# ---- design 1 ----
Design 1, cells colored by class:
Drawn at 4 px/µm. Fill, decap, tap and diode cells in gray.
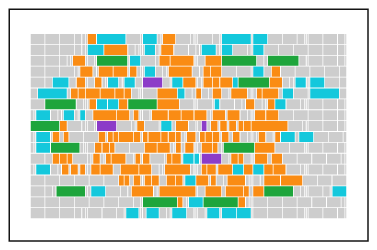

==> config.mk <==
export PLATFORM = sky130hd
export DESIGN_NAME = tff_bank_ctrl
export DESIGN_NICKNAME = d
export VERILOG_FILES = /design/src/rtl/tff_ctrl_pkg.sv /design/src/rtl/tff_bank_ctrl_cell.sv /design/src/rtl/tff_bank_ctrl.sv
export SDC_FILE = /design/constraint.sdc
export NUM_CORES = 1
export LEC_CHECK = 0
export CELL_PAD_IN_SITES_DETAIL_PLACEMENT = 0
export CELL_PAD_IN_SITES_GLOBAL_PLACEMENT = 1
export CORE_ASPECT_RATIO = 0.6
export CORE_MARGIN = 5
export CORE_UTILIZATION = 33
export DETAILED_ROUTE_END_ITERATION = 10
export GPL_TIMING_DRIVEN = 0
export PLACE_DENSITY = 0.87
export SYNTH_ARGS = -nofsm -noshare
export SYNTH_HDL_FRONTEND = slang
export SYNTH_SLANG_ARGS = --single-unit
==> constraint.sdc <==
create_clock -name clk -period 2.8 [get_ports clk]
set_clock_uncertainty 0.1 [all_clocks]
set_input_delay 0.28 -clock clk [delete_from_list [all_inputs] [get_ports clk]]
set_output_delay 0.28 -clock clk [all_outputs]
set_load 0.1 [all_outputs]
==> src/rtl/tff_ctrl_pkg.sv <==
// Shared types for the T-FF bank controller: FSM states and per-cycle bank operations.
package tff_ctrl_pkg;

    typedef enum logic [1:0] {
        IDLE  = 2'd0,
        RUN   = 2'd1,
        PAUSE = 2'd2,
        DONE  = 2'd3
    } state_t;

    // What the bank does at the next edge: keep q, jump to a value, or count one step.
    typedef enum logic [1:0] {
        OP_HOLD = 2'd0,
        OP_LOAD = 2'd1,
        OP_STEP = 2'd2
    } op_t;

endpackage

==> src/rtl/tff_bank_ctrl_cell.sv <==
// tff_cell: single toggle flip-flop with synchronous active-low clear.
module tff_cell (
    input  logic clk,
    input  logic rst,
    input  logic t,
    output logic q
);

    logic r_q;

    // Toggle on t, clear when rst is low.
    always_ff @(posedge clk) begin
        if (!rst) begin
            r_q <= 1'b0;
        end else if (t) begin
            r_q <= ~r_q;
        end
    end

    assign q = r_q;

endmodule

==> src/rtl/tff_bank_ctrl.sv <==
// tff_bank_ctrl: sequencer driving a bank of WIDTH T-FFs as a programmable up/down counter.
// Every change of q goes through the toggle vector: q_next = q ^ t_vec.
// Optional feature macro: TFF_PRESCALE_EN -- when defined, counting steps and terminal
// checks happen only once per PRESCALE RUN cycles; loads are never prescaled.
// dbg_state exposes the FSM state for checkers.
module tff_bank_ctrl
    import tff_ctrl_pkg::*;
#(
    parameter int WIDTH    = 4,
    parameter int PRESCALE = 4
) (
    input  logic             clk,
    input  logic             rst,
    input  logic             start,
    input  logic             stop,
    input  logic             pause,
    input  logic             mode_down,
    input  logic             auto_reload,
    input  logic [WIDTH-1:0] term,
    output logic [WIDTH-1:0] q,
    output logic [WIDTH-1:0] t_vec,
    output logic             busy,
    output logic             tc,
    output logic             done,
    output state_t           dbg_state
);

    state_t           r_state;
    state_t           w_next_state;
    op_t              w_op;
    logic [WIDTH-1:0] w_load_val;
    logic [WIDTH-1:0] w_up_t;
    logic [WIDTH-1:0] w_dn_t;
    logic             r_mode_down;
    logic             r_auto_reload;
    logic [WIDTH-1:0] r_term;
    logic             r_tc;
    logic             w_tc_set;
    logic             w_accept;
    logic             w_at_end;
    logic             w_step_en;

    if (PRESCALE < 1) begin : g_prescale_check
        $error("tff_bank_ctrl: PRESCALE must be >= 1");
    end

    // Ripple-carry/borrow toggle patterns: bit i flips when all lower bits are 1 (up) or 0 (down).
    assign w_up_t[0] = 1'b1;
    assign w_dn_t[0] = 1'b1;
    for (genvar gi = 1; gi < WIDTH; gi++) begin : g_carry
        assign w_up_t[gi] = &q[gi-1:0];
        assign w_dn_t[gi] = ~|q[gi-1:0];
    end

    // End of a run: up runs finish at the latched terminal, down runs at zero.
    assign w_at_end = r_mode_down ? (q == '0) : (q == r_term);

`ifdef TFF_PRESCALE_EN
    localparam int            PW       = (PRESCALE > 1) ? $clog2(PRESCALE) : 1;
    localparam logic [PW-1:0] PRE_LAST = PW'(PRESCALE - 1);

    logic [PW-1:0] r_pre;
    logic          w_pre_adv;

    assign w_step_en = (r_pre == PRE_LAST);
    // The prescaler only advances on RUN cycles that are neither stopped nor paused.
    assign w_pre_adv = (r_state == RUN) && ((w_next_state == RUN) || (w_next_state == DONE));

    // Prescale counter: cleared when a run starts, frozen outside active RUN cycles.
    always_ff @(posedge clk) begin
        if (!rst) begin
            r_pre <= '0;
        end else if (w_accept) begin
            r_pre <= '0;
        end else if (w_pre_adv) begin
            r_pre <= w_step_en ? '0 : r_pre + 1'b1;
        end
    end
`else
    assign w_step_en = 1'b1;
`endif

    // FSM state register, terminal-count pulse and run parameters latched on start.
    always_ff @(posedge clk) begin
        if (!rst) begin
            r_state       <= IDLE;
            r_tc          <= 1'b0;
            r_mode_down   <= 1'b0;
            r_auto_reload <= 1'b0;
            r_term        <= '0;
        end else begin
            r_state <= w_next_state;
            r_tc    <= w_tc_set;
            if (w_accept) begin
                r_mode_down   <= mode_down;
                r_auto_reload <= auto_reload;
                r_term        <= term;
            end
        end
    end

    // Next state and bank operation; stop beats pause beats start.
    always_comb begin
        w_next_state = r_state;
        w_op         = OP_HOLD;
        w_load_val   = q;
        w_tc_set     = 1'b0;
        w_accept     = 1'b0;
        case (r_state)
            IDLE, DONE: begin
                w_next_state = IDLE;
                if (start && !stop) begin
                    w_next_state = RUN;
                    w_op         = OP_LOAD;
                    w_load_val   = mode_down ? term : '0;
                    w_accept     = 1'b1;
                end
            end
            RUN: begin
                if (stop) begin
                    w_next_state = IDLE;
                end else if (pause) begin
                    w_next_state = PAUSE;
                end else if (w_step_en) begin
                    if (w_at_end) begin
                        w_tc_set = 1'b1;
                        if (r_auto_reload) begin
                            w_op       = OP_LOAD;
                            w_load_val = r_mode_down ? r_term : '0;
                        end else begin
                            w_next_state = DONE;
                        end
                    end else begin
                        w_op = OP_STEP;
                    end
                end
            end
            PAUSE: begin
                if (stop) begin
                    w_next_state = IDLE;
                end else if (!pause) begin
                    w_next_state = RUN;
                end
            end
            default: w_next_state = IDLE;
        endcase
    end

    // Translate the selected operation into per-bit toggle enables.
    always_comb begin
        t_vec = '0;
        case (w_op)
            OP_LOAD: t_vec = q ^ w_load_val;
            OP_STEP: t_vec = r_mode_down ? w_dn_t : w_up_t;
            default: t_vec = '0;
        endcase
    end

    for (genvar gb = 0; gb < WIDTH; gb++) begin : g_bank
        tff_cell u_cell (
            .clk (clk),
            .rst (rst),
            .t   (t_vec[gb]),
            .q   (q[gb])
        );
    end

    assign busy      = (r_state == RUN) || (r_state == PAUSE);
    assign tc        = r_tc;
    assign done      = (r_state == DONE);
    assign dbg_state = r_state;

endmodule

# ---- design 2 ----
File: config.mk
export PLATFORM = sky130hd
export DESIGN_NAME = uart_tx
export DESIGN_NICKNAME = d
export VERILOG_FILES = /design/src/rtl/uart_tx.sv
export SDC_FILE = /design/constraint.sdc
export NUM_CORES = 1
export LEC_CHECK = 0
export ABC_AREA = 1
export CORE_MARGIN = 10
export CORE_UTILIZATION = 45
export CTS_BUF_LIST = sky130_fd_sc_hd__clkbuf_16
export CTS_CLUSTER_SIZE = 40
export DETAILED_ROUTE_END_ITERATION = 6
export HOLD_SLACK_MARGIN = 0.05
export RECOVER_POWER = 25
export SLEW_MARGIN = 30
export SYNTH_ARGS = -nofsm -noshare
export SYNTH_HDL_FRONTEND = slang
export SYNTH_SLANG_ARGS = --single-unit
File: constraint.sdc
create_clock -name tx_Clk -period 1.6 [get_ports tx_Clk]
set_input_delay 0.48 -clock tx_Clk [delete_from_list [all_inputs] [get_ports tx_Clk]]
set_output_delay 0.48 -clock tx_Clk [all_outputs]
set_load 0.02 [all_outputs]
File: src/rtl/uart_tx.sv
// UART transmitter: valid/ready word input with a one-entry holding register,
// framed as start bit, data LSB first, optional parity bit, then one or two stop bits.
module uart_tx #(
  parameter int unsigned CLKS_PER_BIT = 32'd16,
  parameter int unsigned DATA_BITS    = 32'd8,
  parameter int unsigned PARITY       = 32'd0,
  parameter int unsigned STOP_BITS    = 32'd1
) (
  input  logic                 tx_Clk,
  input  logic                 tx_Rst,
  input  logic [DATA_BITS-1:0] i_TX_data,
  input  logic                 i_TX_valid,
  output logic                 o_TX_ready,
  output logic                 o_TX_serial,
  output logic                 o_TX_active,
  output logic                 o_TX_done
);

  localparam int CW = (CLKS_PER_BIT > 32'd1) ? $clog2(CLKS_PER_BIT) : 1;
  localparam int IW = (DATA_BITS > 32'd1) ? $clog2(DATA_BITS) : 1;

  localparam logic [CW-1:0] CNT_LAST  = CW'(CLKS_PER_BIT - 32'd1);
  localparam logic [CW-1:0] CNT_ONE   = CW'(32'd1);
  localparam logic [IW-1:0] IDX_LAST  = IW'(DATA_BITS - 32'd1);
  localparam logic [IW-1:0] STOP_LAST = IW'(STOP_BITS - 32'd1);
  localparam logic [IW-1:0] IDX_ONE   = IW'(32'd1);
  localparam bit            HAS_PARITY = (PARITY != 32'd0);
  localparam bit            ODD_PARITY = (PARITY == 32'd2);

  typedef enum logic [2:0] {
    ST_IDLE   = 3'd0,
    ST_START  = 3'd1,
    ST_DATA   = 3'd2,
    ST_PARITY = 3'd3,
    ST_STOP   = 3'd4
  } state_t;

  function automatic logic parity_of(input logic [DATA_BITS-1:0] word);
    logic even_bit;
    even_bit = ^word;
    return ODD_PARITY ? ~even_bit : even_bit;
  endfunction

  state_t                 state_r, state_next_s;
  logic [CW-1:0]          cnt_r, cnt_next_s;
  logic [IW-1:0]          idx_r, idx_next_s;
  logic [DATA_BITS-1:0]   shift_r, shift_next_s;
  logic                   par_r, par_next_s;
  logic [DATA_BITS-1:0]   hold_r, hold_next_s;
  logic                   hold_full_r, hold_full_next_s;
  logic                   serial_next_s;
  logic                   active_next_s;
  logic                   done_next_s;
  logic                   accept_s;
  logic                   direct_s;
  logic                   hold_wr_s;
  logic                   bit_tick_s;

  assign accept_s   = i_TX_valid & o_TX_ready;
  assign direct_s   = accept_s & (state_r == ST_IDLE) & ~hold_full_r;
  assign hold_wr_s  = accept_s & ~direct_s;
  assign bit_tick_s = (cnt_r == CNT_LAST);

  // Next-state, datapath and output decode for the frame sequencer
  always_comb begin
    state_next_s     = state_r;
    idx_next_s       = idx_r;
    shift_next_s     = shift_r;
    par_next_s       = par_r;
    hold_next_s      = hold_r;
    hold_full_next_s = hold_full_r;
    done_next_s      = 1'b0;
    serial_next_s    = 1'b1;

    if ((state_r == ST_IDLE) || bit_tick_s) begin
      cnt_next_s = {CW{1'b0}};
    end else begin
      cnt_next_s = cnt_r + CNT_ONE;
    end

    case (state_r)
      ST_IDLE: begin
        idx_next_s = {IW{1'b0}};
        if (hold_full_r) begin
          shift_next_s     = hold_r;
          par_next_s       = parity_of(hold_r);
          hold_full_next_s = 1'b0;
          state_next_s     = ST_START;
        end else if (direct_s) begin
          shift_next_s = i_TX_data;
          par_next_s   = parity_of(i_TX_data);
          state_next_s = ST_START;
        end else begin
          state_next_s = ST_IDLE;
        end
      end
      ST_START: begin
        if (bit_tick_s) begin
          idx_next_s   = {IW{1'b0}};
          state_next_s = ST_DATA;
        end else begin
          state_next_s = ST_START;
        end
      end
      ST_DATA: begin
        if (bit_tick_s) begin
          if (idx_r == IDX_LAST) begin
            idx_next_s   = {IW{1'b0}};
            state_next_s = HAS_PARITY ? ST_PARITY : ST_STOP;
          end else begin
            idx_next_s   = idx_r + IDX_ONE;
            shift_next_s = {1'b0, shift_r[DATA_BITS-1:1]};
          end
        end else begin
          state_next_s = ST_DATA;
        end
      end
      ST_PARITY: begin
        if (bit_tick_s) begin
          idx_next_s   = {IW{1'b0}};
          state_next_s = ST_STOP;
        end else begin
          state_next_s = ST_PARITY;
        end
      end
      ST_STOP: begin
        if (bit_tick_s) begin
          if (idx_r == STOP_LAST) begin
            idx_next_s  = {IW{1'b0}};
            done_next_s = 1'b1;
            // A queued word starts on the very next bit-time, no idle gap.
            if (hold_full_r) begin
              shift_next_s     = hold_r;
              par_next_s       = parity_of(hold_r);
              hold_full_next_s = 1'b0;
              state_next_s     = ST_START;
            end else begin
              state_next_s = ST_IDLE;
            end
          end else begin
            idx_next_s = idx_r + IDX_ONE;
          end
        end else begin
          state_next_s = ST_STOP;
        end
      end
      default: begin
        state_next_s = ST_IDLE;
        idx_next_s   = {IW{1'b0}};
      end
    endcase

    if (hold_wr_s) begin
      hold_next_s      = i_TX_data;
      hold_full_next_s = 1'b1;
    end else begin
      hold_next_s = hold_next_s;
    end

    case (state_next_s)
      ST_IDLE:   serial_next_s = 1'b1;
      ST_START:  serial_next_s = 1'b0;
      ST_DATA:   serial_next_s = shift_next_s[0];
      ST_PARITY: serial_next_s = par_next_s;
      ST_STOP:   serial_next_s = 1'b1;
      default:   serial_next_s = 1'b1;
    endcase

    if (state_next_s != ST_IDLE) begin
      active_next_s = 1'b1;
    end else begin
      active_next_s = 1'b0;
    end
  end

  // State, counters, datapath and registered outputs
  always_ff @(posedge tx_Clk) begin
    if (tx_Rst) begin
      state_r     <= ST_IDLE;
      cnt_r       <= {CW{1'b0}};
      idx_r       <= {IW{1'b0}};
      shift_r     <= {DATA_BITS{1'b0}};
      par_r       <= 1'b0;
      hold_r      <= {DATA_BITS{1'b0}};
      hold_full_r <= 1'b0;
      o_TX_serial <= 1'b1;
      o_TX_active <= 1'b0;
      o_TX_done   <= 1'b0;
      o_TX_ready  <= 1'b0;
    end else begin
      state_r     <= state_next_s;
      cnt_r       <= cnt_next_s;
      idx_r       <= idx_next_s;
      shift_r     <= shift_next_s;
      par_r       <= par_next_s;
      hold_r      <= hold_next_s;
      hold_full_r <= hold_full_next_s;
      o_TX_serial <= serial_next_s;
      o_TX_active <= active_next_s;
      o_TX_done   <= done_next_s;
      o_TX_ready  <= ~hold_full_next_s;
    end
  end

endmodule

# ---- design 3 ----
File: config.mk
export PLATFORM = sky130hd
export DESIGN_NAME = zdos_multi_flat
export DESIGN_NICKNAME = d
export VERILOG_FILES = /design/src/rtl/zdos_multi_if.sv /design/src/rtl/zdos_multi.sv /design/src/flat_wrapper.sv
export SDC_FILE = /design/constraint.sdc
export NUM_CORES = 1
export LEC_CHECK = 0
export CAP_MARGIN = 20
export CORE_MARGIN = 10
export CORE_UTILIZATION = 30
export CTS_CLUSTER_DIAMETER = 200
export DETAILED_ROUTE_END_ITERATION = 8
export MAX_ROUTING_LAYER = met4
export SETUP_SLACK_MARGIN = 0.15
export SYNTH_ARGS = -nofsm -noshare
export SYNTH_HDL_FRONTEND = slang
export SYNTH_SLANG_ARGS = --single-unit
File: constraint.sdc
create_clock -name fclk -period 1.75 [get_ports fclk]
set_clock_uncertainty 0.1 [all_clocks]
set_input_delay 0.175 -clock fclk [delete_from_list [all_inputs] [get_ports fclk]]
set_output_delay 0.175 -clock fclk [all_outputs]
set_load 0.05 [all_outputs]
File: src/rtl/zdos_multi_if.sv
// ---------------------------------------------------------------------------
// zdos_multi_if
// Bus bundle between the Z80 bus decode / memory mapper and zdos_multi.
//
// Parameters:
//   DRV_W              width of the drive-select field (NDRV = 2**DRV_W)
//
// Signals:
//   zpos               Z80 strobe-position qualifier           (decode -> zdos)
//   m1_n               Z80 M1, active low                      (decode -> zdos)
//   vg_rdwr_fclk       one-cycle pulse on a VG93 port access   (decode -> zdos)
//   fdd_mask[NDRV]     per-drive emulation enable              (decode -> zdos)
//   vg_a[DRV_W]        currently selected drive                (decode -> zdos)
//   romnram            ROM (not RAM) mapped in the CPU window  (decode -> zdos)
//   dos                DOS ROM select                          (zdos -> mapper)
//   in_trdemu          emulation page mapped                   (zdos -> mapper)
//   trdemu_wr_disable  write-protect for the emulation page    (zdos -> mapper)
//
// Modports: master = bus decode / mapper side, slave = zdos_multi.
// ---------------------------------------------------------------------------
interface zdos_multi_if #(
    parameter int DRV_W = 2
);
    localparam int NDRV = 2 ** DRV_W;

    logic             zpos;
    logic             m1_n;
    logic             vg_rdwr_fclk;
    logic [NDRV-1:0]  fdd_mask;
    logic [DRV_W-1:0] vg_a;
    logic             romnram;
    logic             dos;
    logic             in_trdemu;
    logic             trdemu_wr_disable;

    modport master (
        output zpos, m1_n, vg_rdwr_fclk, fdd_mask, vg_a, romnram,
        input  dos, in_trdemu, trdemu_wr_disable
    );

    modport slave (
        input  zpos, m1_n, vg_rdwr_fclk, fdd_mask, vg_a, romnram,
        output dos, in_trdemu, trdemu_wr_disable
    );
endinterface

File: src/rtl/zdos_multi.sv
// ---------------------------------------------------------------------------
// zdos_multi
// DOS/TR-DOS emulation control for the Z80 side. Drives the DOS ROM-mapping
// signal, traps VG93 register accesses on emulated drives into the emulation
// RAM page, remembers which drive caused the trap and counts trap entries.
//
// Optional feature (macro ZDOS_WDT_EN): a watchdog that forces exit from the
// emulation page if the NMI handler never releases it within WDT_LIMIT cycles.
// Without the macro no counter is built and wdt_fire is tied low.
//
// Ports:
//   fclk           system clock, all state changes on posedge
//   rst_n          asynchronous active-low reset
//   dos_turn_on    one-cycle request dos=1
//   dos_turn_off   one-cycle request dos=0 (beats dos_turn_on)
//   cpm_n          low forces dos=1 (beats both requests)
//   in_nmi         NMI mode active, blocks clr_nmi
//   clr_nmi        one-cycle pulse releasing the emulation page
//   trap_clr       one-cycle pulse zeroing trap_cnt
//   bus            zdos_multi_if.slave (Z80 decode inputs, mapper outputs)
//   trap_drv       drive number latched at trap entry
//   trap_cnt       saturating count of trap entries
//   wdt_fire       one-cycle pulse on watchdog forced exit
// ---------------------------------------------------------------------------
module zdos_multi #(
    parameter int                DRV_W     = 2,
    parameter logic              DOS_RST   = 1'b1,
    parameter int                TCNT_W    = 8,
    parameter int                WDT_W     = 16,
    parameter logic [WDT_W-1:0]  WDT_LIMIT = 16'hFFFF
) (
    input  logic              fclk,
    input  logic              rst_n,
    input  logic              dos_turn_on,
    input  logic              dos_turn_off,
    input  logic              cpm_n,
    input  logic              in_nmi,
    input  logic              clr_nmi,
    input  logic              trap_clr,
    zdos_multi_if.slave       bus,
    output logic [DRV_W-1:0]  trap_drv,
    output logic [TCNT_W-1:0] trap_cnt,
    output logic              wdt_fire
);

    typedef enum logic {
        IDLE = 1'b0,
        TRAP = 1'b1
    } state_t;

    localparam logic [TCNT_W-1:0] TCNT_ONE = {{(TCNT_W-1){1'b0}}, 1'b1};

    state_t state_q;
    state_t state_d;
    logic   dos_q;
    logic   wr_dis_q;
    logic   trap_on;
    logic   clr_ok;
    logic   enter;

    // A trap needs an access to an emulated drive while the DOS ROM is in
    // the window; dos here is the registered value seen by the CPU.
    assign trap_on = bus.vg_rdwr_fclk & bus.fdd_mask[bus.vg_a] & dos_q & bus.romnram;
    assign clr_ok  = clr_nmi & ~in_nmi;

    assign bus.dos               = dos_q;
    assign bus.in_trdemu         = (state_q == TRAP);
    assign bus.trdemu_wr_disable = wr_dis_q;

`ifdef ZDOS_WDT_EN
    localparam logic [WDT_W-1:0] WDT_ONE = {{(WDT_W-1){1'b0}}, 1'b1};

    logic [WDT_W-1:0] wdt_cnt;
    logic             wdt_exit;
`endif

    // Next-state logic. A valid clear in the same cycle as a trap request
    // keeps us in IDLE; in TRAP a valid clear always takes precedence over
    // the watchdog so a coinciding limit does not produce wdt_fire.
    always_comb begin
        state_d = state_q;
        enter   = 1'b0;
`ifdef ZDOS_WDT_EN
        wdt_exit = 1'b0;
`endif
        case (state_q)
            IDLE: begin
                if (trap_on && !clr_ok) begin
                    state_d = TRAP;
                    enter   = 1'b1;
                end
            end
            TRAP: begin
                if (clr_ok) begin
                    state_d = IDLE;
`ifdef ZDOS_WDT_EN
                end else if (!trap_on && (wdt_cnt == WDT_LIMIT)) begin
                    state_d  = IDLE;
                    wdt_exit = 1'b1;
`endif
                end
            end
            default: state_d = IDLE;
        endcase
    end

    always_ff @(posedge fclk or negedge rst_n) begin
        if (!rst_n) begin
            state_q <= IDLE;
        end else begin
            state_q <= state_d;
        end
    end

    // DOS ROM select: cpm_n low wins, then off, then on.
    always_ff @(posedge fclk or negedge rst_n) begin
        if (!rst_n) begin
            dos_q <= DOS_RST;
        end else if (!cpm_n) begin
            dos_q <= 1'b1;
        end else if (dos_turn_off) begin
            dos_q <= 1'b0;
        end else if (dos_turn_on) begin
            dos_q <= 1'b1;
        end
    end

    // Write protect is released by an M1 fetch and re-armed by any trap
    // request regardless of FSM state; the release wins.
    always_ff @(posedge fclk or negedge rst_n) begin
        if (!rst_n) begin
            wr_dis_q <= 1'b0;
        end else if (bus.zpos && !bus.m1_n) begin
            wr_dis_q <= 1'b0;
        end else if (trap_on) begin
            wr_dis_q <= 1'b1;
        end
    end

    // Trap bookkeeping happens only on the IDLE->TRAP transition.
    // trap_clr coinciding with an entry leaves exactly that entry counted.
    always_ff @(posedge fclk or negedge rst_n) begin
        if (!rst_n) begin
            trap_drv <= '0;
            trap_cnt <= '0;
        end else begin
            if (enter) begin
                trap_drv <= bus.vg_a;
            end
            if (trap_clr) begin
                trap_cnt <= enter ? TCNT_ONE : '0;
            end else if (enter && (trap_cnt != '1)) begin
                trap_cnt <= trap_cnt + TCNT_ONE;
            end
        end
    end

`ifdef ZDOS_WDT_EN
    // Watchdog runs only while in TRAP and staying there; any further trap
    // request re-arms it so active emulation keeps the page mapped.
    always_ff @(posedge fclk or negedge rst_n) begin
        if (!rst_n) begin
            wdt_cnt  <= '0;
            wdt_fire <= 1'b0;
        end else begin
            wdt_fire <= wdt_exit;
            if (state_q != TRAP || state_d != TRAP || trap_on) begin
                wdt_cnt <= '0;
            end else begin
                wdt_cnt <= wdt_cnt + WDT_ONE;
            end
        end
    end
`else
    assign wdt_fire = 1'b0;
`endif

endmodule

File: src/flat_wrapper.sv
// flat-port wrapper written by rule: the top's interface ports become plain ports
module zdos_multi_flat 
#(
    parameter int                DRV_W     = 2,
    parameter logic              DOS_RST   = 1'b1,
    parameter int                TCNT_W    = 8,
    parameter int                WDT_W     = 16,
    parameter logic [WDT_W-1:0]  WDT_LIMIT = 16'hFFFF
)
  (fclk, rst_n, dos_turn_on, dos_turn_off, cpm_n, in_nmi, clr_nmi, trap_clr, trap_drv, trap_cnt, wdt_fire, bus_zpos, bus_m1_n, bus_vg_rdwr_fclk, bus_fdd_mask, bus_vg_a, bus_romnram, bus_dos, bus_in_trdemu, bus_trdemu_wr_disable);
  zdos_multi_if #(.DRV_W(DRV_W)) bus_i ();
  input  logic fclk;
  input  logic rst_n;
  input  logic dos_turn_on;
  input  logic dos_turn_off;
  input  logic cpm_n;
  input  logic in_nmi;
  input  logic clr_nmi;
  input  logic trap_clr;
  output logic [DRV_W-1:0] trap_drv;
  output logic [TCNT_W-1:0] trap_cnt;
  output logic wdt_fire;
  input wire logic [$bits(bus_i.zpos)-1:0] bus_zpos;
  input wire logic [$bits(bus_i.m1_n)-1:0] bus_m1_n;
  input wire logic [$bits(bus_i.vg_rdwr_fclk)-1:0] bus_vg_rdwr_fclk;
  input wire logic [$bits(bus_i.fdd_mask)-1:0] bus_fdd_mask;
  input wire logic [$bits(bus_i.vg_a)-1:0] bus_vg_a;
  input wire logic [$bits(bus_i.romnram)-1:0] bus_romnram;
  output wire logic [$bits(bus_i.dos)-1:0] bus_dos;
  output wire logic [$bits(bus_i.in_trdemu)-1:0] bus_in_trdemu;
  output wire logic [$bits(bus_i.trdemu_wr_disable)-1:0] bus_trdemu_wr_disable;
  assign bus_i.zpos = bus_zpos;
  assign bus_i.m1_n = bus_m1_n;
  assign bus_i.vg_rdwr_fclk = bus_vg_rdwr_fclk;
  assign bus_i.fdd_mask = bus_fdd_mask;
  assign bus_i.vg_a = bus_vg_a;
  assign bus_i.romnram = bus_romnram;
  assign bus_dos = bus_i.dos;
  assign bus_in_trdemu = bus_i.in_trdemu;
  assign bus_trdemu_wr_disable = bus_i.trdemu_wr_disable;
  zdos_multi #(.DRV_W(DRV_W), .DOS_RST(DOS_RST), .TCNT_W(TCNT_W), .WDT_W(WDT_W), .WDT_LIMIT(WDT_LIMIT)) u_core (.fclk(fclk), .rst_n(rst_n), .dos_turn_on(dos_turn_on), .dos_turn_off(dos_turn_off), .cpm_n(cpm_n), .in_nmi(in_nmi), .clr_nmi(clr_nmi), .trap_clr(trap_clr), .bus(bus_i), .trap_drv(trap_drv), .trap_cnt(trap_cnt), .wdt_fire(wdt_fire));
endmodule
# ---- design 4 ----
[config.mk]
export PLATFORM = sky130hd
export DESIGN_NAME = update_unpacker
export DESIGN_NICKNAME = d
export VERILOG_FILES = /design/src/rtl/update_unpacker.sv
export SDC_FILE = /design/constraint.sdc
export NUM_CORES = 2
export LEC_CHECK = 0
export CORE_ASPECT_RATIO = 1.2
export CORE_MARGIN = 8
export CORE_UTILIZATION = 40
export DETAILED_ROUTE_END_ITERATION = 6
export PLACE_DENSITY = 0.66
export RECOVER_POWER = 100
export SLEW_MARGIN = 20
export SYNTH_ARGS = -nofsm -noshare
export SYNTH_HDL_FRONTEND = slang
export SYNTH_SLANG_ARGS = --single-unit
[constraint.sdc]
create_clock -name clk -period 3.3 [get_ports clk]
set_clock_uncertainty 0.1 [all_clocks]
set_input_delay 0.66 -clock clk [delete_from_list [all_inputs] [get_ports clk]]
set_output_delay 0.66 -clock clk [all_outputs]
set_load 0.1 [all_outputs]
[src/rtl/update_unpacker.sv]
// Gather-side update unpacker: splits 512-bit packed update words into 4-lane beats,
// bounded by the entry count recorded by the scatter packer.
module update_unpacker #(
    parameter int LANES        = 4,
    parameter int ENTRY_W      = 64,
    parameter int WORD_ENTRIES = 8
) (
    input  logic                              clk,
    input  logic                              rst_n,
    input  logic                              start,
    input  logic [31:0]                       entry_count,
    input  logic [WORD_ENTRIES*ENTRY_W-1:0]   word_in,
    input  logic                              word_in_valid,
    output logic                              word_in_ready,
    output logic [LANES*ENTRY_W-1:0]          entry_out,
    output logic [LANES-1:0]                  entry_out_valid,
    input  logic                              entry_out_ready,
    output logic                              last_out,
    output logic                              done
);

    localparam int WORD_W = WORD_ENTRIES * ENTRY_W;
    localparam int BEAT_W = LANES * ENTRY_W;

    typedef enum logic [1:0] {
        IDLE,
        RUN,
        FINISHED
    } state_t;

    state_t              state;
    logic [31:0]         remaining;
    logic [31:0]         words_left;
    logic [WORD_W-1:0]   buf_word;
    logic                buf_full;
    logic                half;

    logic                is_run;
    logic                out_free;
    logic                buf_final;
    logic                buf_drain;
    logic                accept;
    logic                load;
    logic                src_half;
    logic                src_final;
    logic [WORD_W-1:0]   src_word;
    logic [BEAT_W-1:0]   src_entries;
    logic [2:0]          take;
    logic [BEAT_W-1:0]   beat_data;
    logic [LANES-1:0]    beat_mask;
    logic                last_taken;
    logic [31:0]         words_needed;

    assign is_run     = (state == RUN);
    assign out_free   = (entry_out_valid == '0) || entry_out_ready;
    // A half is the buffer's final beat if it is the upper half or it exhausts the pass.
    assign buf_final  = (remaining <= 32'd4) || half;
    assign buf_drain  = is_run && buf_full && out_free && buf_final;
    assign word_in_ready = is_run && (words_left != '0) && (!buf_full || buf_drain);
    assign accept     = word_in_valid && word_in_ready;
    // With an empty buffer the lower half of an incoming word goes straight to the output.
    assign load       = is_run && out_free && (buf_full || accept);
    assign src_half   = buf_full ? half : 1'b0;
    assign src_word   = buf_full ? buf_word : word_in;
    assign src_final  = (remaining <= 32'd4) || src_half;
    assign src_entries = src_half ? src_word[WORD_W-1:BEAT_W] : src_word[BEAT_W-1:0];
    assign take       = (remaining >= 32'd4) ? 3'd4 : remaining[2:0];
    assign last_taken = (entry_out_valid != '0) && entry_out_ready && last_out;
    assign words_needed = {3'b000, entry_count[31:3]} + {31'd0, |entry_count[2:0]};

    always_comb begin
        beat_data = '0;
        for (int unsigned k = 0; k < LANES; k++) begin
            if (k < 32'(take))
                beat_data[k*ENTRY_W +: ENTRY_W] = src_entries[k*ENTRY_W +: ENTRY_W];
        end
    end

    always_comb begin
        beat_mask = '0;
        case (take)
            3'd1:    beat_mask = 4'b1000;
            3'd2:    beat_mask = 4'b1100;
            3'd3:    beat_mask = 4'b1110;
            3'd4:    beat_mask = 4'b1111;
            default: beat_mask = '0;
        endcase
    end

    always_ff @(posedge clk) begin
        if (!rst_n) begin
            state           <= IDLE;
            remaining       <= '0;
            words_left      <= '0;
            buf_word        <= '0;
            buf_full        <= 1'b0;
            half            <= 1'b0;
            entry_out       <= '0;
            entry_out_valid <= '0;
            last_out        <= 1'b0;
            done            <= 1'b0;
        end else begin
            case (state)
                IDLE, FINISHED: begin
                    if (start) begin
                        remaining  <= entry_count;
                        words_left <= words_needed;
                        buf_full   <= 1'b0;
                        half       <= 1'b0;
                        if (entry_count == '0) begin
                            state <= FINISHED;
                            done  <= 1'b1;
                        end else begin
                            state <= RUN;
                            done  <= 1'b0;
                        end
                    end
                end
                RUN: begin
                    if (accept) begin
                        buf_word   <= word_in;
                        words_left <= words_left - 32'd1;
                        if (load && !buf_full) begin
                            buf_full <= !src_final;
                            half     <= 1'b1;
                        end else begin
                            buf_full <= 1'b1;
                            half     <= 1'b0;
                        end
                    end else if (load) begin
                        if (src_final)
                            buf_full <= 1'b0;
                        else
                            half <= 1'b1;
                    end

                    if (load) begin
                        entry_out       <= beat_data;
                        entry_out_valid <= beat_mask;
                        last_out        <= (remaining <= 32'd4);
                        remaining       <= remaining - {29'd0, take};
                    end else if (out_free) begin
                        entry_out_valid <= '0;
                        last_out        <= 1'b0;
                    end

                    if (last_taken) begin
                        state <= FINISHED;
                        done  <= 1'b1;
                    end
                end
                default: state <= IDLE;
            endcase
        end
    end

endmodule

Design 4, placement density heat map:
The die is cut into 29 by 35 equal tiles; black is low, pale yellow is high, 0 to 100% covered.
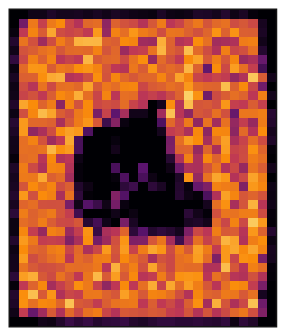
tiles over 75% full: 11%
nearly empty tiles: 12%
mean over tiles: 46%
fullest tile: 90%
emptiest ninth of the die: center
Core Util at FP: 40.2%
Finished Core Util: 53.0%

==> run summary, design 4 <==
Implementation status.

- The source of the critical timing path is remaining[24].
- The sequential element share of the synthesized area is 46.4%.
- For this run, the detailed router reports a per-instance via density of 5.38.
- After synthesis the cells add up to 36300 µm².
- The flow ran to the end, but the final reports show violations.
- The DRC violation count after routing is 0.
- Global routing used 24.6% of the available tracks across all layers.
- In the detailed route, the total length drawn on met3 is 9.56 mm.
- The via total after detailed routing is 35800.
- The count of buffer and inverter cells on the critical path is 1.
- The data required time of the worst path is 2.54 ns.
- For reference, compound AND-OR and OR-AND cells occupy 19.7% of the area reported after synthesis.
- The number of setup violations in the final report is 23.
- The share of cells above drive strength 1 is 6.91%.
- The minimum setup slack in the final design is -0.346 ns.
- The checks that failed: setup timing.
- The maximum net fanout on the critical path is 7.
design 4: state kept, by name (all words and copies together), names as in the netlist:
signal           count
remaining           32
buf_full             1
half                 1
entry_out          256
buf_word           512
done                 1
words_left          32
last_out             1
state                2
entry_out_valid      4
design 4: where the power goes:
part | internal (W) | total, W | switching, W
registers | 0.0106 | 0.0110 | 0.000320
clock network | 0.00580 | 0.0102 | 0.00441
logic | 0.00169 | 0.00494 | 0.00326
total | 0.0181 | 0.0261 | 0.00798
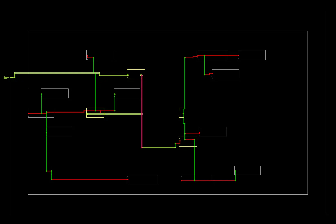
Design 1: clock wiring as the flow saved it
power drawn by the clock network: 0.000180 W
number of buffers created by CTS: 3
flip-flop and latch count: 13
Layout clock buffers: 4

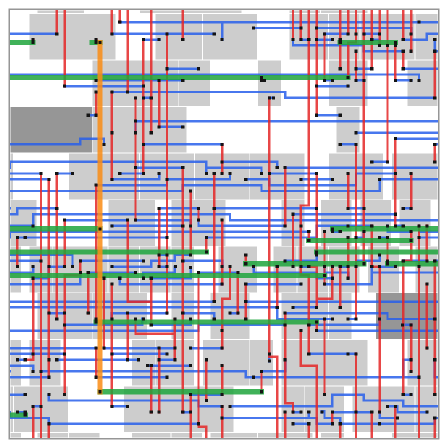
Design 1: zoomed window
Window x 32 to 57, y 16 to 41 µm. Cells in gray, sequential cells in the stronger gray; small squares are vias.
legend:
  blue:
    layer: M1
  green:
    layer: M3
  orange:
    layer: M4
  red:
    layer: M2
netlist names of flops here include: r_mode_down (1)
sequential cells in the window: 1
most frequent: a21oi_1 (8), nand2_1 (5), clkbuf_1 (4)
cells with their middle in the window: 56

## Picture notes: 'cells colored by class' of design 1
legend:
  green:
    class: sequential cells
    cells: 13
    share_of_their_area: 15%
  cyan:
    class: remaining buffers and delay cells
    cells: 50
    share_of_their_area: 25%
  purple:
    class: clock drivers and dummy loads
    cells: 4
    share_of_their_area: 2.5%
  orange:
    class: remaining logic cells
    cells: 138
    share_of_their_area: 57%
Finished Core Util: 50.9%
sequential portion of the cell area: 14.9%

==> run summary, design 1 <==
Implementation status.

- The flow ran to the end, but the final reports show violations.
- The checks that failed: setup timing.
- The area overhead of the layout relative to synthesis is 49.4%.
- During placement, the flow inserted port buffers numbering 23.
- For the worst-skew pair, the clock arrives at the later sink with an insertion delay of 0.25 ns.
- The highest-count logic cell in the final layout is sky130_fd_sc_hd__a21oi_1.
- Looking at the VDD voltage map, the peak drop is 0.209 mV.
- Once routing completed, OpenROAD measured the worst setup slack at -0.127 ns.
- Before placement the cells fill 34.0% of the core.
- In this run the biggest area consumer among cell types represents 20.9% of the synthesized area.
- The final report lists the setup-violating endpoint count as 4.
- Internal power comes to 0.000353 W.
- The net count reported at finish is 222.
- The cell area after placement is 1600 µm².
- Multiplexer cells account for 0.905% of the synthesized area.
- The most common cell in the synthesized netlist is sky130_fd_sc_hd__a21oi_1.
- Detailed placement finished with a half-perimeter wire length of 2.76 mm.
- The routed design has 3.73 mm of wire.
- The DRC violation total left in the routed layout is recorded as 0.
==> design 1: timing repair <==
item	CTS	global route
pin swaps	7	2
buffers inserted	10	1
endpoints found under the setup margin	6	4
gates resized	64	15
==> design 1: area by class of cell <==
cell class                 count  area share, %
clock buffer                   4           2.42
timing repair buffer          34           18.8
tap                           47           3.16
multi-input combinational    130           52.3
buffer                        16           5.92
inverter                       8           2.49
sequential                    13           14.9
==> design 1: registers in the layout (all words and copies together), names as in the netlist <==
name and count:
dbg_state 2, r_mode_down 1, r_term 4, g_bank.u_cell.q 4, r_auto_reload 1, tc 1
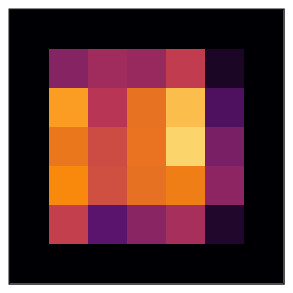
Design 3: placement density heat map
Drawn at 4 px/µm. The die is cut into 7 by 7 equal tiles; black is low, pale yellow is high, 0 to 100% covered.
mean over tiles: 26%
nearly empty tiles: 49%
densest ninth of the die: center
fullest tile: 91%
tiles over 75% full: 6.1%
total core area: 2210 µm²
Core Util at FP: 31.6%
Finished Core Util: 56.2%

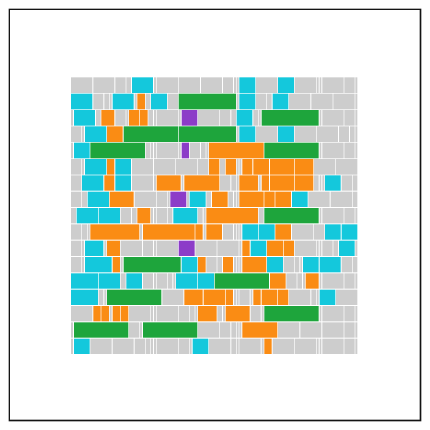
Design 3: cells colored by class
Drawn at 6 px/µm. Fill, decap, tap and diode cells in gray.
legend:
  green:
    class: sequential cells
    cells: 13
    share_of_their_area: 27%
  purple:
    class: clock drivers and dummy loads
    cells: 4
    share_of_their_area: 2.2%
  orange:
    class: remaining logic cells
    cells: 56
    share_of_their_area: 38%
  cyan:
    class: remaining buffers and delay cells
    cells: 46
    share_of_their_area: 33%
row count: 17
Post-Layout Inst Area: 1240 µm²
sequential portion of the cell area: 26.6%

==> run summary, design 3 <==
Implementation status.

- OpenSTA, run right after detailed placement, puts the worst setup slack at -0.316 ns.
- The number of maximum-capacitance violations recorded for the run is 0.
- The switching component of the power was reported as 0.000261 W.
- In the finished design the tool counted flip-flops and latches totalling 13.
- The global routing usage summed across all routing layers is 10.4%.
- The run finished, with violations left.
- The synthesis run shows the most used standard cells to be sky130_fd_sc_hd__dfrtp_1, sky130_fd_sc_hd__nand2_1, sky130_fd_sc_hd__a21oi_1.
- For this run, combinational gates with multiple inputs come to 53.
- The sequential element share of the synthesized area is 46.7%.
- The arrival time reported for the critical path endpoint is 1.86 ns.
- The count of TritonRoute iterations in the first routing pass is 4.
- The main logic family after synthesis is simple AND/OR/NAND/NOR gates.
- The final setup TNS is -0.0108 ns.
- The cell count of the worst reg-to-reg path is 5.
- The register with the most flip-flops in the layout has 8 of them.
- By area the synthesized netlist is led by sky130_fd_sc_hd__dfrtp_1, sky130_fd_sc_hd__nand2_1, sky130_fd_sc_hd__a21oi_1.
- STA puts the critical path data required time at 1.85 ns.
- The number of setup violations in the final report is 2.
- The critical path in the final layout is reported with a setup slack of -0.00886 ns.
- The area of the mapped netlist is 699 µm².
- Looking at the reg2reg group, the worst path starts from u_core.trap_cnt[0].
- The final reports fail on setup timing.
- Per the detailed-route log, wirelength across all metal layers totals 2.33 mm.
- The largest registers in the layout are u_core.trap_cnt x8, u_core.trap_drv x2.
- Per the hold report, the tightest min-delay path originates at bus_vg_a[0].
-- design 3: worst max-delay path: stages, from the launching register on --
cell                      delay [ns]
sky130_fd_sc_hd__dfrtp_2        0.43
sky130_fd_sc_hd__ha_4           0.16
sky130_fd_sc_hd__and3_4         0.18
sky130_fd_sc_hd__and3_4         0.18
sky130_fd_sc_hd__or4_1          0.51
sky130_fd_sc_hd__a21oi_1        0.13
-- design 3: kinds of logic (layout without fill, tap and decap cells) --
logic type / Yosys count / after routing
flops: 13 / 13
other cells: 1 / 1
simple gates: 30 / 32
buf+inv: 7 / 53
fa+ha+maj: 1 / 1
compound gates: 18 / 18
mux: 1 / 1
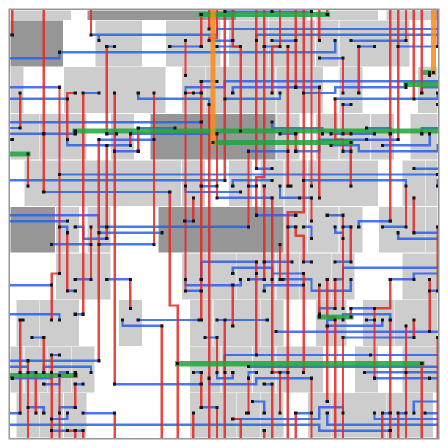
Design 2: zoomed window
Window x 30 to 55, y 30 to 55 µm. Cells in gray, sequential cells in the stronger gray; small squares are vias.
legend:
  red:
    layer: M2
  blue:
    layer: M1
  orange:
    layer: M4
  green:
    layer: M3
sequential cells in the window: 2
netlist names of flops here include: par_r (1), shift_r (1)
most frequent: nand2_1 (15), nor2_1 (10), buf_4 (10)
cells with their middle in the window: 70

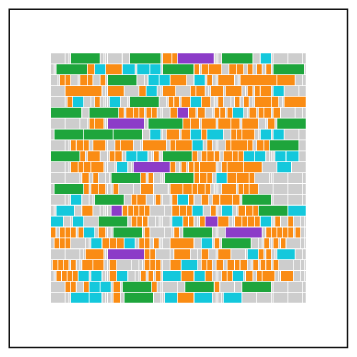
Design 2: cells colored by class
Drawn at 4 px/µm. Fill, decap, tap and diode cells in gray.
legend:
  cyan:
    class: remaining buffers and delay cells
    cells: 59
    share_of_their_area: 19%
  orange:
    class: remaining logic cells
    cells: 255
    share_of_their_area: 52%
  green:
    class: sequential cells
    cells: 32
    share_of_their_area: 24%
  purple:
    class: clock drivers and dummy loads
    cells: 8
    share_of_their_area: 5.6%
total core area: 4000 µm²
Post-Layout Inst Area: 2740 µm²

==> run summary, design 2 <==
Implementation status.

- The flow ran to the end, and the final reports show no timing, DRC or antenna violations.
- The sequential cell area is 652 µm².
- When the netlist entered floorplanning its net count stood at 305.
- The met2 demand-to-capacity share in global routing is 21.4%.
- Across the routed clock network, the largest skew measured is 0.00428 ns.
- The clock slew at the register clock pins of the worst setup and hold paths is 0.06 ns.
- Cells fill 68.5% of the core in the end.
- The clock insertion delay at the later pin of the skew report is 0.28 ns.
- The count of buffer and inverter cells on the critical path is 2.
- The synthesized design contains 0 enable-type register cells.
- The post-route report lists met1 wire length as 2.40 mm.
- The initialized floorplan defines 23 standard-cell rows.
- The longest clock path from root to sink contains 2 buffers.
- The weighted congestion at the end of routability-driven global placement is 0.893.
- The final non-filler cell total is 404.
- Entering global routing, the biggest net connects 13 pins.
- The startpoint identified for the worst register-to-register timing path is cnt_r[1].
- The share of the core filled by cells before placement is 46.3%.
- In the hold report, the worst path ends at idx_r[1].
- The cell type taking the most area is logic gates.
- The routed design uses 202 µm of met3 wire.
- The post-DP HPWL is 3.66 mm.
- STA classifies the critical path startpoint as a register.
- For reference, the top cells by area after synthesis are sky130_fd_sc_hd__dfxtp_1, sky130_fd_sc_hd__nand2_1, sky130_fd_sc_hd__nor2_1.
==> design 2: report_power, final <==
part           switching, W  internal (W)
clock              0.000382      0.000578
combinational      0.000273      0.000217
sequential        0.0000427      0.000845
total              0.000697       0.00164
==> design 2: cell families after synthesis <==
kind of cell    after synthesis  share of synthesized area (%)
xor+xnor                      5                           2.36
compound gates               58                           17.2
fa+ha+maj                     4                           2.70
simple gates                150                           34.6
buf+inv                      41                           8.64
flops                        32                           34.6

==> screenshots <==
Clock distribution.
Plate I
Drawn at 8 px/µm.
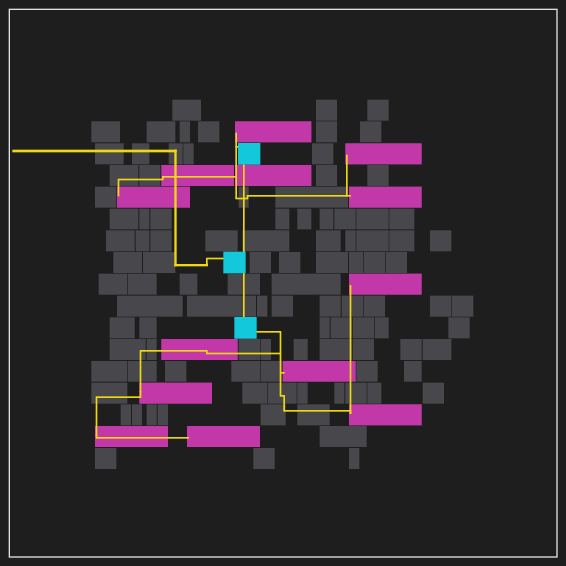
Plate II
Drawn at 6 px/µm.
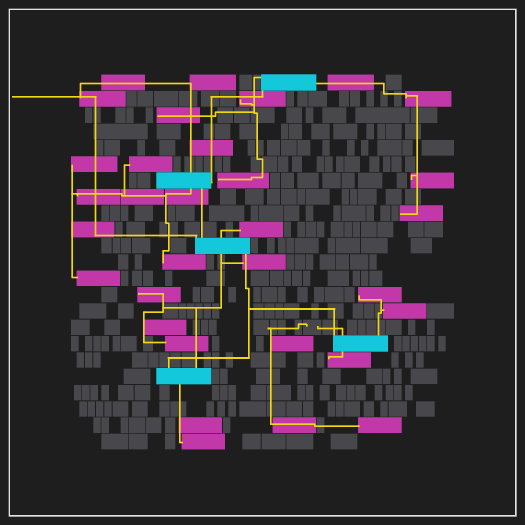
Plate III
Drawn at 6 px/µm.
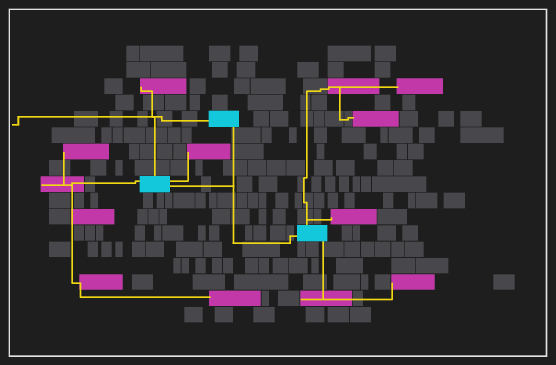
Plate IV
Drawn at 1.5 px/µm.
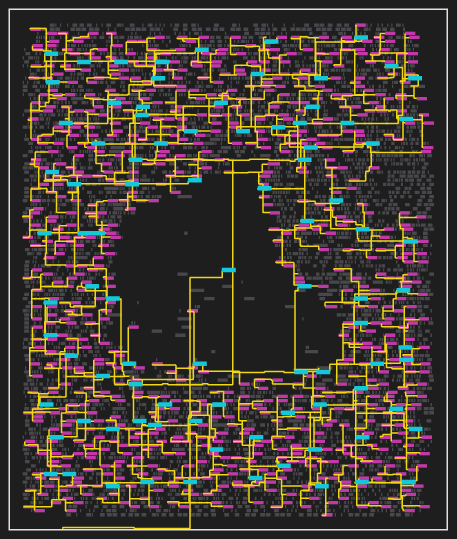
- design 4 = Plate IV
- design 3 = Plate I
- design 2 = Plate II
- design 1 = Plate III



==> layout pictures side by side <==
Clock wiring as the flow saved it.
panel A
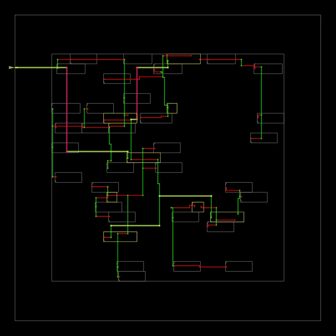
panel B
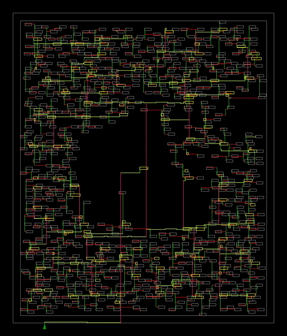
panel C
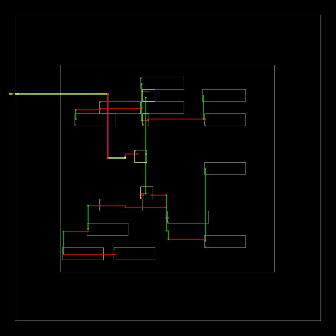
Of these, most clock buffers: panel B
Of these, fewest sequential cells: panel C
- design 4 = panel B
- design 2 = panel A
- design 3 = panel C

Power is estimated from default activity; no workload was simulated.
